==================== design 1
==> design_1/final_congestion.png <==
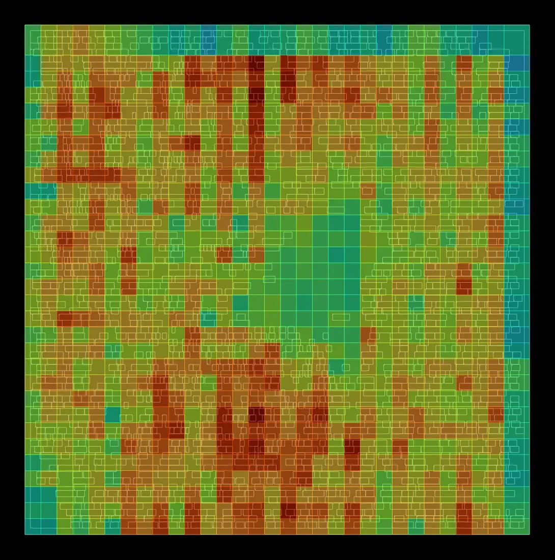

### config.mk
export PLATFORM = sky130hd
export DESIGN_NAME = lsu_mem_stage
export DESIGN_NICKNAME = d
export VERILOG_FILES = /design/src/rtl/lsu_mem_stage_pkg.sv /design/src/rtl/lsu_mem_stage_align.sv /design/src/rtl/lsu_mem_stage.sv
export SDC_FILE = /design/constraint.sdc
export NUM_CORES = 1
export LEC_CHECK = 0
export CORE_AREA = 2 2 216 218
export CTS_BUF_LIST = sky130_fd_sc_hd__clkbuf_2 sky130_fd_sc_hd__clkbuf_4 sky130_fd_sc_hd__clkbuf_8
export DETAILED_ROUTE_END_ITERATION = 8
export DIE_AREA = 0 0 218 220
export GPL_ROUTABILITY_DRIVEN = 0
export PLACE_DENSITY_LB_ADDON = 0.1
export SYNTH_ARGS = -nofsm -noshare
export SYNTH_HDL_FRONTEND = slang
export SYNTH_HIERARCHICAL = 1
export SYNTH_SLANG_ARGS = --single-unit
### constraint.sdc
create_clock -name clk -period 2.5 [get_ports clk]
set_input_delay 0.5 -clock clk [delete_from_list [all_inputs] [get_ports clk]]
set_output_delay 0.5 -clock clk [all_outputs]
set_load 0.005 [all_outputs]
### src/rtl/lsu_mem_stage_pkg.sv
`default_nettype none
// ============================================================================
//  Module      : lsu_mem_stage_pkg
//  Description : Shared encodings for the LSU memory stage: RV64 load funct3
//                codes, access-size codes (funct3[1:0]), FSM state encoding
//                and the byte-lane mask helper.
//  Revision    : 1.0 - initial release
// ============================================================================
package lsu_mem_stage_pkg;

    // Load funct3 encodings (bit 2 selects zero-extension)
    localparam logic [2:0] c_F3_LB     = 3'b000;
    localparam logic [2:0] c_F3_LH     = 3'b001;
    localparam logic [2:0] c_F3_LW     = 3'b010;
    localparam logic [2:0] c_F3_LD     = 3'b011;
    localparam logic [2:0] c_F3_LBU    = 3'b100;
    localparam logic [2:0] c_F3_LHU    = 3'b101;
    localparam logic [2:0] c_F3_LWU    = 3'b110;
    localparam logic [2:0] c_F3_LD_ILL = 3'b111;

    // Access size as carried in funct3[1:0] (SB..SD share these codes)
    localparam logic [1:0] c_SZ_B = 2'b00;
    localparam logic [1:0] c_SZ_H = 2'b01;
    localparam logic [1:0] c_SZ_W = 2'b10;
    localparam logic [1:0] c_SZ_D = 2'b11;

    // LSU state encoding
    localparam logic [0:0] c_ST_IDLE = 1'b0;
    localparam logic [0:0] c_ST_BUSY = 1'b1;

    // Byte-enable pattern for an access of the given size at lane 0
    function automatic logic [7:0] lane_mask(input logic [1:0] size);
        case (size)
            c_SZ_B:  return 8'h01;
            c_SZ_H:  return 8'h03;
            c_SZ_W:  return 8'h0F;
            default: return 8'hFF;
        endcase
    endfunction

endpackage
`default_nettype wire

### src/rtl/lsu_mem_stage_align.sv
`default_nettype none
// ============================================================================
//  Module      : lsu_mem_stage_align
//  Description : Combinational byte-lane logic for the LSU.
//                Load side : extract byte/half/word/dword at ld_off and
//                            sign- or zero-extend it.
//                Store side: shift store data to its lane, build strobes and
//                            decode misaligned / illegal accesses.
//  Ports       : load_i, store_i, funct3_i, off_i, sdata_i -> st_data_o,
//                st_strb_o, fault_o  (live EX-side access)
//                ld_funct3_i, ld_off_i, rdata_i -> ld_data_o (held load)
//  Revision    : 1.0 - initial release
// ============================================================================
module lsu_mem_stage_align
    import lsu_mem_stage_pkg::*;
#(
    parameter int XLEN   = 64,
    parameter int STRB_W = 8
) (
    input  logic              load_i,
    input  logic              store_i,
    input  logic [2:0]        funct3_i,
    input  logic [2:0]        off_i,
    input  logic [XLEN-1:0]   sdata_i,
    input  logic [2:0]        ld_funct3_i,
    input  logic [2:0]        ld_off_i,
    input  logic [XLEN-1:0]   rdata_i,
    output logic [XLEN-1:0]   ld_data_o,
    output logic [XLEN-1:0]   st_data_o,
    output logic [STRB_W-1:0] st_strb_o,
    output logic              fault_o
);

    logic [XLEN-1:0] w_shifted;
    logic            w_misalign;

    // Load: bring the addressed bytes down to bit 0, then extend
    always_comb begin
        w_shifted = rdata_i >> {ld_off_i, 3'b000};
        ld_data_o = '0;
        case (ld_funct3_i)
            c_F3_LB:  ld_data_o = {{(XLEN-8){w_shifted[7]}},   w_shifted[7:0]};
            c_F3_LH:  ld_data_o = {{(XLEN-16){w_shifted[15]}}, w_shifted[15:0]};
            c_F3_LW:  ld_data_o = {{(XLEN-32){w_shifted[31]}}, w_shifted[31:0]};
            c_F3_LD:  ld_data_o = w_shifted;
            c_F3_LBU: ld_data_o = {{(XLEN-8){1'b0}},  w_shifted[7:0]};
            c_F3_LHU: ld_data_o = {{(XLEN-16){1'b0}}, w_shifted[15:0]};
            c_F3_LWU: ld_data_o = {{(XLEN-32){1'b0}}, w_shifted[31:0]};
            default:  ld_data_o = '0;
        endcase
    end

    // Store lane placement
    always_comb begin
        st_data_o = sdata_i << {off_i, 3'b000};
        st_strb_o = STRB_W'(lane_mask(funct3_i[1:0])) << off_i;
    end

    // Natural alignment required for every size
    always_comb begin
        w_misalign = 1'b0;
        case (funct3_i[1:0])
            c_SZ_H:  w_misalign = off_i[0];
            c_SZ_W:  w_misalign = |off_i[1:0];
            c_SZ_D:  w_misalign = |off_i;
            default: w_misalign = 1'b0;
        endcase
        fault_o = (load_i & store_i)
                | (load_i & (funct3_i == c_F3_LD_ILL))
                | (store_i & funct3_i[2])
                | ((load_i | store_i) & w_misalign);
    end

endmodule
`default_nettype wire

### src/rtl/lsu_mem_stage.sv
`default_nettype none
// ============================================================================
//  Module      : lsu_mem_stage
//  Description : Memory stage after EX. Passes ALU results to WB with one
//                cycle latency, performs loads/stores over a single-
//                outstanding req/ack port and reports misaligned/illegal
//                accesses as a one-cycle fault with valid_o.
//  Ports       : EX side  valid_i load_i store_i funct3_i sdata_i aluout_i
//                         rf_wen_i rd_i pc_i exit_i ; busy_o (stall)
//                Memory   dmem_req_o dmem_we_o dmem_addr_o dmem_wdata_o
//                         dmem_wstrb_o ; dmem_ack_i dmem_rdata_i
//                WB       valid_o rf_wen_o rd_o wdata_o pc_o exit_o fault_o
//  Revision    : 1.0 - initial release
// ============================================================================
module lsu_mem_stage
    import lsu_mem_stage_pkg::*;
#(
    parameter int XLEN   = 64,
    parameter int STRB_W = 8
) (
    input  logic              clk,
    input  logic              rst_n,
    input  logic              valid_i,
    input  logic              load_i,
    input  logic              store_i,
    input  logic [2:0]        funct3_i,
    input  logic [XLEN-1:0]   sdata_i,
    input  logic [XLEN-1:0]   aluout_i,
    input  logic              rf_wen_i,
    input  logic [4:0]        rd_i,
    input  logic [XLEN-1:0]   pc_i,
    input  logic              exit_i,
    output logic              busy_o,
    output logic              dmem_req_o,
    output logic              dmem_we_o,
    output logic [XLEN-1:0]   dmem_addr_o,
    output logic [XLEN-1:0]   dmem_wdata_o,
    output logic [STRB_W-1:0] dmem_wstrb_o,
    input  logic              dmem_ack_i,
    input  logic [XLEN-1:0]   dmem_rdata_i,
    output logic              valid_o,
    output logic              rf_wen_o,
    output logic [4:0]        rd_o,
    output logic [XLEN-1:0]   wdata_o,
    output logic [XLEN-1:0]   pc_o,
    output logic              exit_o,
    output logic              fault_o
);

    logic [0:0]        r_state;
    logic [0:0]        w_state_nxt;

    // Operation held for the duration of a memory access
    logic [XLEN-1:0]   r_addr;
    logic              r_we;
    logic [XLEN-1:0]   r_wdata;
    logic [STRB_W-1:0] r_wstrb;
    logic [2:0]        r_funct3;
    logic              r_load;
    logic              r_rf_wen;
    logic [4:0]        r_rd;
    logic [XLEN-1:0]   r_pc;
    logic              r_exit;

    // Writeback register
    logic              r_wb_valid;
    logic              r_wb_rf_wen;
    logic [4:0]        r_wb_rd;
    logic [XLEN-1:0]   r_wb_wdata;
    logic [XLEN-1:0]   r_wb_pc;
    logic              r_wb_exit;
    logic              r_wb_fault;

    logic [XLEN-1:0]   w_ld_data;
    logic [XLEN-1:0]   w_st_data;
    logic [STRB_W-1:0] w_st_strb;
    logic              w_fault;
    logic              w_mem_op;

    assign w_mem_op = load_i | store_i;

    lsu_mem_stage_align #(
        .XLEN   (XLEN),
        .STRB_W (STRB_W)
    ) u_align (
        .load_i      (load_i),
        .store_i     (store_i),
        .funct3_i    (funct3_i),
        .off_i       (aluout_i[2:0]),
        .sdata_i     (sdata_i),
        .ld_funct3_i (r_funct3),
        .ld_off_i    (r_addr[2:0]),
        .rdata_i     (dmem_rdata_i),
        .ld_data_o   (w_ld_data),
        .st_data_o   (w_st_data),
        .st_strb_o   (w_st_strb),
        .fault_o     (w_fault)
    );

    always_ff @(posedge clk or negedge rst_n) begin
        if (!rst_n) begin
            r_state <= c_ST_IDLE;
        end else begin
            r_state <= w_state_nxt;
        end
    end

    always_comb begin
        w_state_nxt = r_state;
        case (r_state)
            c_ST_IDLE: if (valid_i && w_mem_op && !w_fault) w_state_nxt = c_ST_BUSY;
            c_ST_BUSY: if (dmem_ack_i) w_state_nxt = c_ST_IDLE;
            default:   w_state_nxt = c_ST_IDLE;
        endcase
    end

    always_ff @(posedge clk or negedge rst_n) begin
        if (!rst_n) begin
            r_addr      <= '0;
            r_we        <= 1'b0;
            r_wdata     <= '0;
            r_wstrb     <= '0;
            r_funct3    <= '0;
            r_load      <= 1'b0;
            r_rf_wen    <= 1'b0;
            r_rd        <= '0;
            r_pc        <= '0;
            r_exit      <= 1'b0;
            r_wb_valid  <= 1'b0;
            r_wb_rf_wen <= 1'b0;
            r_wb_rd     <= '0;
            r_wb_wdata  <= '0;
            r_wb_pc     <= '0;
            r_wb_exit   <= 1'b0;
            r_wb_fault  <= 1'b0;
        end else begin
            r_wb_valid <= 1'b0;
            r_wb_fault <= 1'b0;
            if (r_state == c_ST_IDLE) begin
                if (valid_i && w_mem_op && !w_fault) begin
                    r_addr   <= aluout_i;
                    r_we     <= store_i;
                    r_wdata  <= store_i ? w_st_data : '0;
                    r_wstrb  <= store_i ? w_st_strb : '0;
                    r_funct3 <= funct3_i;
                    r_load   <= load_i;
                    r_rf_wen <= rf_wen_i;
                    r_rd     <= rd_i;
                    r_pc     <= pc_i;
                    r_exit   <= exit_i;
                end else if (valid_i) begin
                    // ALU result, or a faulting access retired without touching memory
                    r_wb_valid  <= 1'b1;
                    r_wb_fault  <= w_fault;
                    r_wb_rf_wen <= rf_wen_i & ~w_fault;
                    r_wb_rd     <= rd_i;
                    r_wb_wdata  <= w_fault ? '0 : aluout_i;
                    r_wb_pc     <= pc_i;
                    r_wb_exit   <= exit_i;
                end
            end else if (dmem_ack_i) begin
                r_wb_valid  <= 1'b1;
                r_wb_rf_wen <= r_rf_wen & r_load;
                r_wb_rd     <= r_rd;
                r_wb_wdata  <= r_load ? w_ld_data : '0;
                r_wb_pc     <= r_pc;
                r_wb_exit   <= r_exit;
            end
        end
    end

    assign busy_o       = (r_state == c_ST_BUSY);
    assign dmem_req_o   = (r_state == c_ST_BUSY);
    assign dmem_we_o    = r_we;
    assign dmem_addr_o  = {r_addr[XLEN-1:3], 3'b000};
    assign dmem_wdata_o = r_wdata;
    assign dmem_wstrb_o = r_wstrb;

    assign valid_o  = r_wb_valid;
    assign rf_wen_o = r_wb_rf_wen;
    assign rd_o     = r_wb_rd;
    assign wdata_o  = r_wb_wdata;
    assign pc_o     = r_wb_pc;
    assign exit_o   = r_wb_exit;
    assign fault_o  = r_wb_fault;

endmodule
`default_nettype wire
==================== design 2
### src/rtl/imem_line_cache_if.sv
// imem_line_cache_if: word-addressed main-memory port 1 between the cache (master) and memory (slave)
interface imem_line_cache_if;
  logic        MEM_RDEN1;
  logic [13:0] MEM_ADDR1;
  logic [31:0] MEM_DOUT1;
  logic        MEM_VALID1;
  modport master (output MEM_RDEN1, MEM_ADDR1, input MEM_DOUT1, MEM_VALID1);
  modport slave  (input MEM_RDEN1, MEM_ADDR1, output MEM_DOUT1, MEM_VALID1);
endinterface

### src/rtl/imem_line_cache.sv
// imem_line_cache: direct-mapped instruction cache with combinational hits and in-order line refill
module imem_line_cache #(
  parameter int LINES          = 16,
  parameter int WORDS_PER_LINE = 8,
  parameter int CNT_W          = 16
) (
  input  logic                CLK,
  input  logic                RST_N,
  input  logic [31:0]         PC,
  input  logic                CPU_RDEN,
  input  logic                FLUSH,
  output logic [31:0]         INSTR,
  output logic                HIT,
  output logic                STALL,
  imem_line_cache_if.master   mem,
  output logic [CNT_W-1:0]    MISS_COUNT
);
  localparam int OW = $clog2(WORDS_PER_LINE);
  localparam int IW = $clog2(LINES);
  localparam int TW = 14 - OW - IW;
  localparam logic [31:0] NOP = 32'h0000_0013;
  typedef enum logic {IDLE, FILL} state_t;
  state_t state, state_n;
  logic [13:0]   wa;
  logic [OW-1:0] off, cnt;
  logic [IW-1:0] idx, fill_idx;
  logic [TW-1:0] tag, fill_tag;
  logic [31:0]   data [LINES*WORDS_PER_LINE];
  logic [TW-1:0] tags [LINES];
  logic [LINES-1:0] valid;
  logic lookup, miss, acc, last, v_q, rden;
  logic unused_pc;
  assign unused_pc = ^{PC[31:16], PC[1:0]};
  assign wa  = PC[15:2];
  assign off = wa[OW-1:0];
  assign idx = wa[OW+IW-1:OW];
  assign tag = wa[13:OW+IW];
  assign lookup = valid[idx] && (tags[idx] == tag);
  assign mem.MEM_RDEN1 = rden;
  assign mem.MEM_ADDR1 = {fill_tag, fill_idx, cnt};
  always_comb begin
    state_n = state;
    HIT     = 1'b0;
    STALL   = 1'b0;
    miss    = 1'b0;
    acc     = 1'b0;
    last    = 1'b0;
    if (state == IDLE) begin
      HIT     = CPU_RDEN & lookup;
      STALL   = CPU_RDEN & ~lookup;
      miss    = CPU_RDEN & ~lookup;
      state_n = miss ? FILL : IDLE;
    end else begin
      STALL   = 1'b1;
      acc     = mem.MEM_VALID1 & ~v_q;
      last    = acc & (&cnt);
      state_n = last ? IDLE : FILL;
    end
    INSTR = HIT ? data[{idx, off}] : NOP;
  end
  always_ff @(posedge CLK or negedge RST_N) begin
    if (!RST_N) begin
      state      <= IDLE;
      valid      <= '0;
      cnt        <= '0;
      MISS_COUNT <= '0;
      rden       <= 1'b0;
      fill_tag   <= '0;
      fill_idx   <= '0;
      v_q        <= 1'b0;
    end else begin
      state <= state_n;
      v_q   <= mem.MEM_VALID1;
      if (miss) begin
        fill_tag <= tag;
        fill_idx <= idx;
        cnt      <= '0;
        rden     <= 1'b1;
        if (!(&MISS_COUNT)) MISS_COUNT <= MISS_COUNT + CNT_W'(1);
      end
      if (acc) cnt <= cnt + OW'(1);
      if (last) rden <= 1'b0;
      // a flush coinciding with the last accept still leaves the just-filled line valid
      if (FLUSH) valid <= '0;
      if (last) valid[fill_idx] <= 1'b1;
    end
  end
  always_ff @(posedge CLK) begin
    if (acc) data[{fill_idx, cnt}] <= mem.MEM_DOUT1;
    if (last) tags[fill_idx] <= fill_tag;
  end
endmodule

### src/flat_wrapper.sv
// flat-port wrapper written by rule: the top's interface ports become plain ports
module imem_line_cache_flat 
#(
  parameter int LINES          = 16,
  parameter int WORDS_PER_LINE = 8,
  parameter int CNT_W          = 16
)
  (CLK, RST_N, PC, CPU_RDEN, FLUSH, INSTR, HIT, STALL, MISS_COUNT, mem_MEM_RDEN1, mem_MEM_ADDR1, mem_MEM_DOUT1, mem_MEM_VALID1);
  imem_line_cache_if mem_i ();
  input  logic CLK;
  input  logic RST_N;
  input  logic [31:0] PC;
  input  logic CPU_RDEN;
  input  logic FLUSH;
  output logic [31:0] INSTR;
  output logic HIT;
  output logic STALL;
  output logic [CNT_W-1:0] MISS_COUNT;
  output wire logic [$bits(mem_i.MEM_RDEN1)-1:0] mem_MEM_RDEN1;
  output wire logic [$bits(mem_i.MEM_ADDR1)-1:0] mem_MEM_ADDR1;
  input wire logic [$bits(mem_i.MEM_DOUT1)-1:0] mem_MEM_DOUT1;
  input wire logic [$bits(mem_i.MEM_VALID1)-1:0] mem_MEM_VALID1;
  assign mem_MEM_RDEN1 = mem_i.MEM_RDEN1;
  assign mem_MEM_ADDR1 = mem_i.MEM_ADDR1;
  assign mem_i.MEM_DOUT1 = mem_MEM_DOUT1;
  assign mem_i.MEM_VALID1 = mem_MEM_VALID1;
  imem_line_cache #(.LINES(LINES), .WORDS_PER_LINE(WORDS_PER_LINE), .CNT_W(CNT_W)) u_core (.CLK(CLK), .RST_N(RST_N), .PC(PC), .CPU_RDEN(CPU_RDEN), .FLUSH(FLUSH), .INSTR(INSTR), .HIT(HIT), .STALL(STALL), .mem(mem_i), .MISS_COUNT(MISS_COUNT));
endmodule
### config.mk
export PLATFORM = sky130hd
export DESIGN_NAME = imem_line_cache_flat
export DESIGN_NICKNAME = d
export VERILOG_FILES = /design/src/rtl/imem_line_cache_if.sv /design/src/rtl/imem_line_cache.sv /design/src/flat_wrapper.sv
export SDC_FILE = /design/constraint.sdc
export NUM_CORES = 2
export LEC_CHECK = 0
export CAP_MARGIN = 15
export CORE_MARGIN = 1
export CORE_UTILIZATION = 50
export CTS_CLUSTER_DIAMETER = 200
export DETAILED_ROUTE_END_ITERATION = 10
export PLACE_DENSITY_LB_ADDON = 0.05
export SLEW_MARGIN = 20
export SYNTH_ARGS = -nofsm -noshare
export SYNTH_HDL_FRONTEND = slang
export SYNTH_MEMORY_MAX_BITS = 65536
export SYNTH_SLANG_ARGS = --single-unit
export TNS_END_PERCENT = 20
### constraint.sdc
create_clock -name CLK -period 7.1 [get_ports CLK]
set_input_delay 1.42 -clock CLK [delete_from_list [all_inputs] [get_ports CLK]]
set_output_delay 1.42 -clock CLK [all_outputs]
set_load 0.1 [all_outputs]
==> design_1/pdn.png <==
Pins as bars on the die edge. Tap cells in gray.
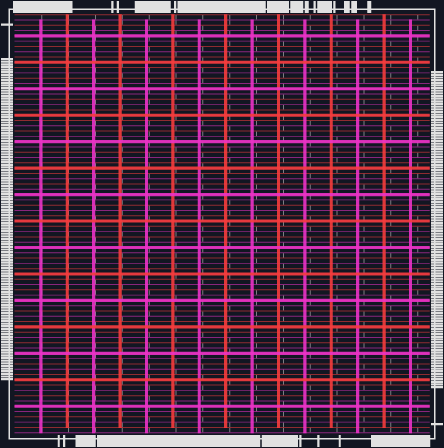
| color | net |
|---|---|
| red | VDD |
| magenta | VSS |
met5 straps: 15
signal pins: 548
met1 rails: 80
met4 straps: 15
Floorplan Core Area: 45900 sq um
Die X-Extent: 218 um
vertical die dimension: 220 um
maximum VDD drop: 445 uV

## Picture notes: design_1/final_congestion.png
fraction of met1 tracks used by global routing: 0.349
most heavily used metal layer in global routing: met2
M3 GR Usage: 0.0679
global-route usage over all layers: 0.257

==> impl.org, design 1 <==
#+TITLE: Synthesis and PnR summary

** Outcome
- The run finished with clean final reports.

** CTS
- CTS tree :: yes

** Pwr
- Internal power :: 16.0 mW

** Setup path
- According to the timing report, the data required time at the worst endpoint equals 3.04 ns.
- Crit path top cell by count :: sky130_fd_sc_hd__buf_12

** Finish
- The layout report lists the clock-cell share of area as 0.0507.
- The layout has 664 buffers outside the clock class.
- In the layout the commonest cells are 540 x sky130_fd_sc_hd__clkdlybuf4s50_1, 351 x sky130_fd_sc_hd__mux2_2, 347 x sky130_fd_sc_hd__dfrtp_1.
- The layout report lists the non-clock buffer share of cell area as 0.251.

** Synthesis
- The number of cells reported by Yosys stat comes to 1547.
- In this run, the synthesized area fraction spent on adder and majority cells is recorded as 0.
- The cell type that accounts for the most area after synthesis is sky130_fd_sc_hd__dfrtp_1.
- Xor-xnor portion of the synthesized cell area :: 0

** Die
- Floorplan Utilization :: 0.416

** Routing
- The routed design has 63.2 mm of wire.

** STA
- Across all hold checks on the routed design, the worst slack comes to 0.384 ns.
-- design 1: timing repair --
| item | 4_1_cts | 5_1_grt |
|---|---|---|
| setup endpoints to repair | 0 | 241 |
| gates resized | 0 | 6 |
| hold endpoints to repair | 43 | 0 |
| hold buffers | 1 | 0 |
| buffers inserted | 0 | 5 |
-- design 1: metal layers --
metal | up-vias | GRT usage | share of wire
met1 | 7441 | 0.349 | 0.43
li1 | 6738 | - | -
met4 | 2 | 0.0968 | 0.032
met2 | 626 | 0.395 | 0.46
met5 | - | 0 | 0.00019
met3 | 110 | 0.0679 | 0.083
==> design_2/registers.png <==
Other sequential cells in the stronger gray, the rest of the logic in the fainter gray.
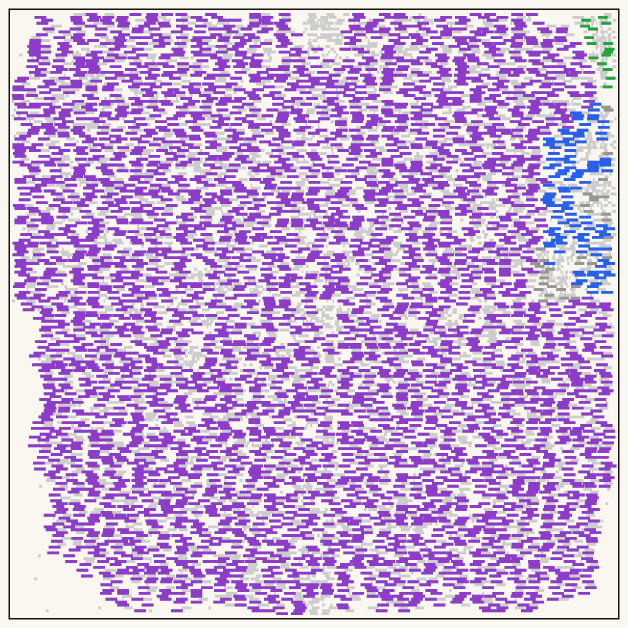
| color | name in the netlist | placed flops |
|---|---|---|
| purple | u_core.data | 4096 |
| blue | u_core.tags | 112 |
| green | u_core.MISS_COUNT | 16 |
not colored: 33
core occupancy in the finished layout: 0.579
sequential-cell power consumption: 28.2 mW
flop share of the area: 0.685
Sequential cell area: 128000 sq um

==> impl.org, design 2 <==
#+TITLE: Synthesis and PnR summary

** CTS
- Clock latency on the worst-skew pair, taken at its later pin, is 0.98 ns.
- CTS tree :: yes
- Clock buffer count from CTS :: 439

** Setup path
- Counting buffers and inverters, the worst setup path is 11 cells deep.
- Register-to-register path setup slack :: 3.43 ns
- Endpoint kind of the worst setup timing path :: output pin
- Crit Reg-Reg Startpoint :: u_core.state$_DFF_PN0_
- Traced cell by cell, the critical path runs through buf_16 > buf_12 > buf_4 > mux4_2 > mux4_2 > a22oi_1 > a21oi_2 > buf_4 > a21oi_1 > nor2b_1 > buf_12.
- The longest incremental delay of any stage on the critical path is reported as 0.58 ns.
- Depth of the most critical reg-to-reg path :: 5
- Destination of the worst register-to-register timing path :: u_core.data[17][10]$_DFFE_PP_

** Outcome
- The run finished with clean final reports.

** Die
- According to the floorplan report, the die height is 571 um.
- Floorplan Utilization :: 0.504
- Top-level I/O count :: 134

** Finish
- The register with the most flip-flops in the layout has 4096 of them.
- Number of fill cells :: 23200

** Synthesis
- Commonest cells post-synth :: 4208 x sky130_fd_sc_hd__edfxtp_1, 1310 x sky130_fd_sc_hd__mux4_2, 225 x sky130_fd_sc_hd__clkbuf_1
- EDFF count, synth :: 4208
- Of the total synthesized cell area, the portion taken by AND, OR, NAND and NOR gates is 0.00907.
- Post-synthesis, Yosys gives the total cell area as 162000 sq um.
- Synth area leader :: sky130_fd_sc_hd__edfxtp_1
- Number of warnings reported in the yosys synthesis log :: 0

** Global route
- The layer flagged by global routing as most heavily used is met2.
- The initial antenna violation count was 33.
- Per the GRT congestion report, total overflow comes to 0.

** Routing
- Summed over all layers, the routed wires come to 426 mm.
- Highest metal used :: met5

** Pwr
- The switching portion of total power comes to 0.224.
- Power of the clock network :: 22.4 mW
- Logic gate share of total power :: 0.068
- Biggest power consumer among the groups :: sequential cells

** STA
- The final timing summary puts the cycle share of the worst path at 0.936.
-- design 2: cell type report --
type | instances | area [sq um] | share of cell area
Antenna cell | 20 | 50.0 | 0.000269
Tap cell | 4305 | 5390 | 0.0289
Clock inverter | 240 | 2200 | 0.0118
Inverter | 21 | 78.8 | 0.000423
Clock buffer | 561 | 11700 | 0.0626
Multi-Input combinational cell | 1909 | 34000 | 0.183
Timing Repair Buffer | 524 | 5280 | 0.0284
Sequential cell | 4257 | 128000 | 0.685

==> notes/layouts.md <==
Pictures saved along the way, in no particular order.

Clock network drawn from the DEF.
Plate I
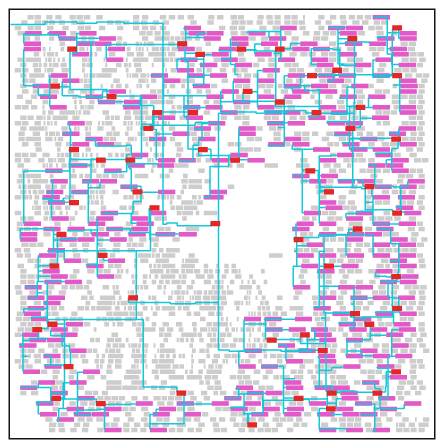
Plate II
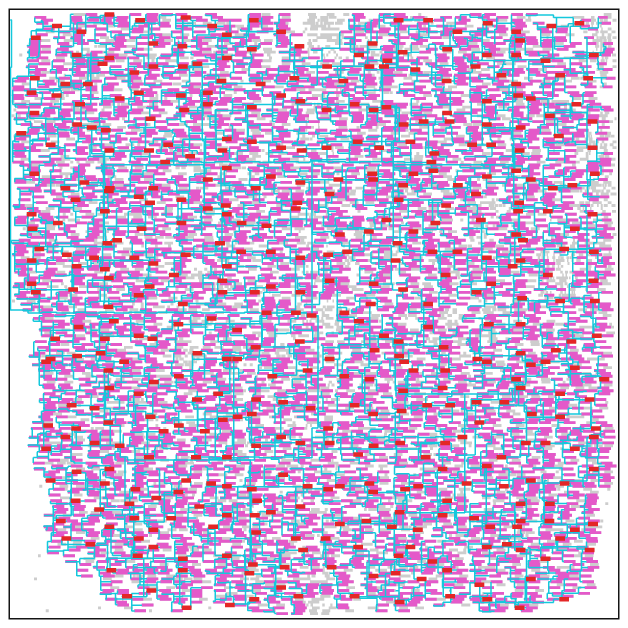
design 2: Plate II
design 1: Plate I
The one with the most sequential cells is Plate II.

Key to Plate I:
[red] cells driving clock nets | count: 60
[magenta] flip-flops | count: 350
[cyan] clock wires | length: 5280 um
flops lie: spread over the die



## Gallery

Cells colored by class.
(a)
Bar = 200 um.
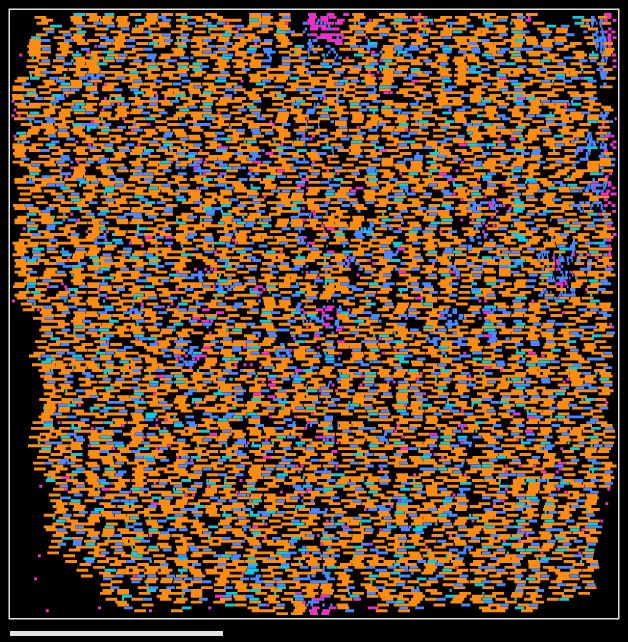
(b)
Bar = 50 um.
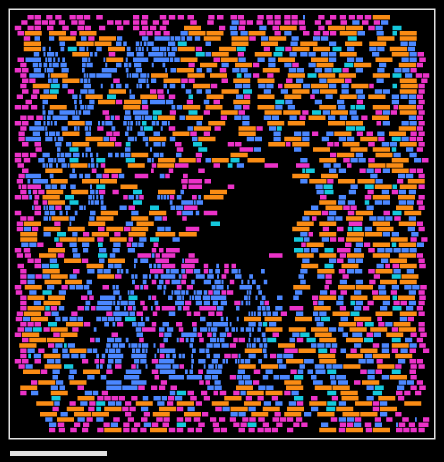
- most cells: (a)
- most sequential cells: (a)
Design 2 is (a).
Design 1 is (b).

No activity file was given, so power comes from the tool's default toggle rates.
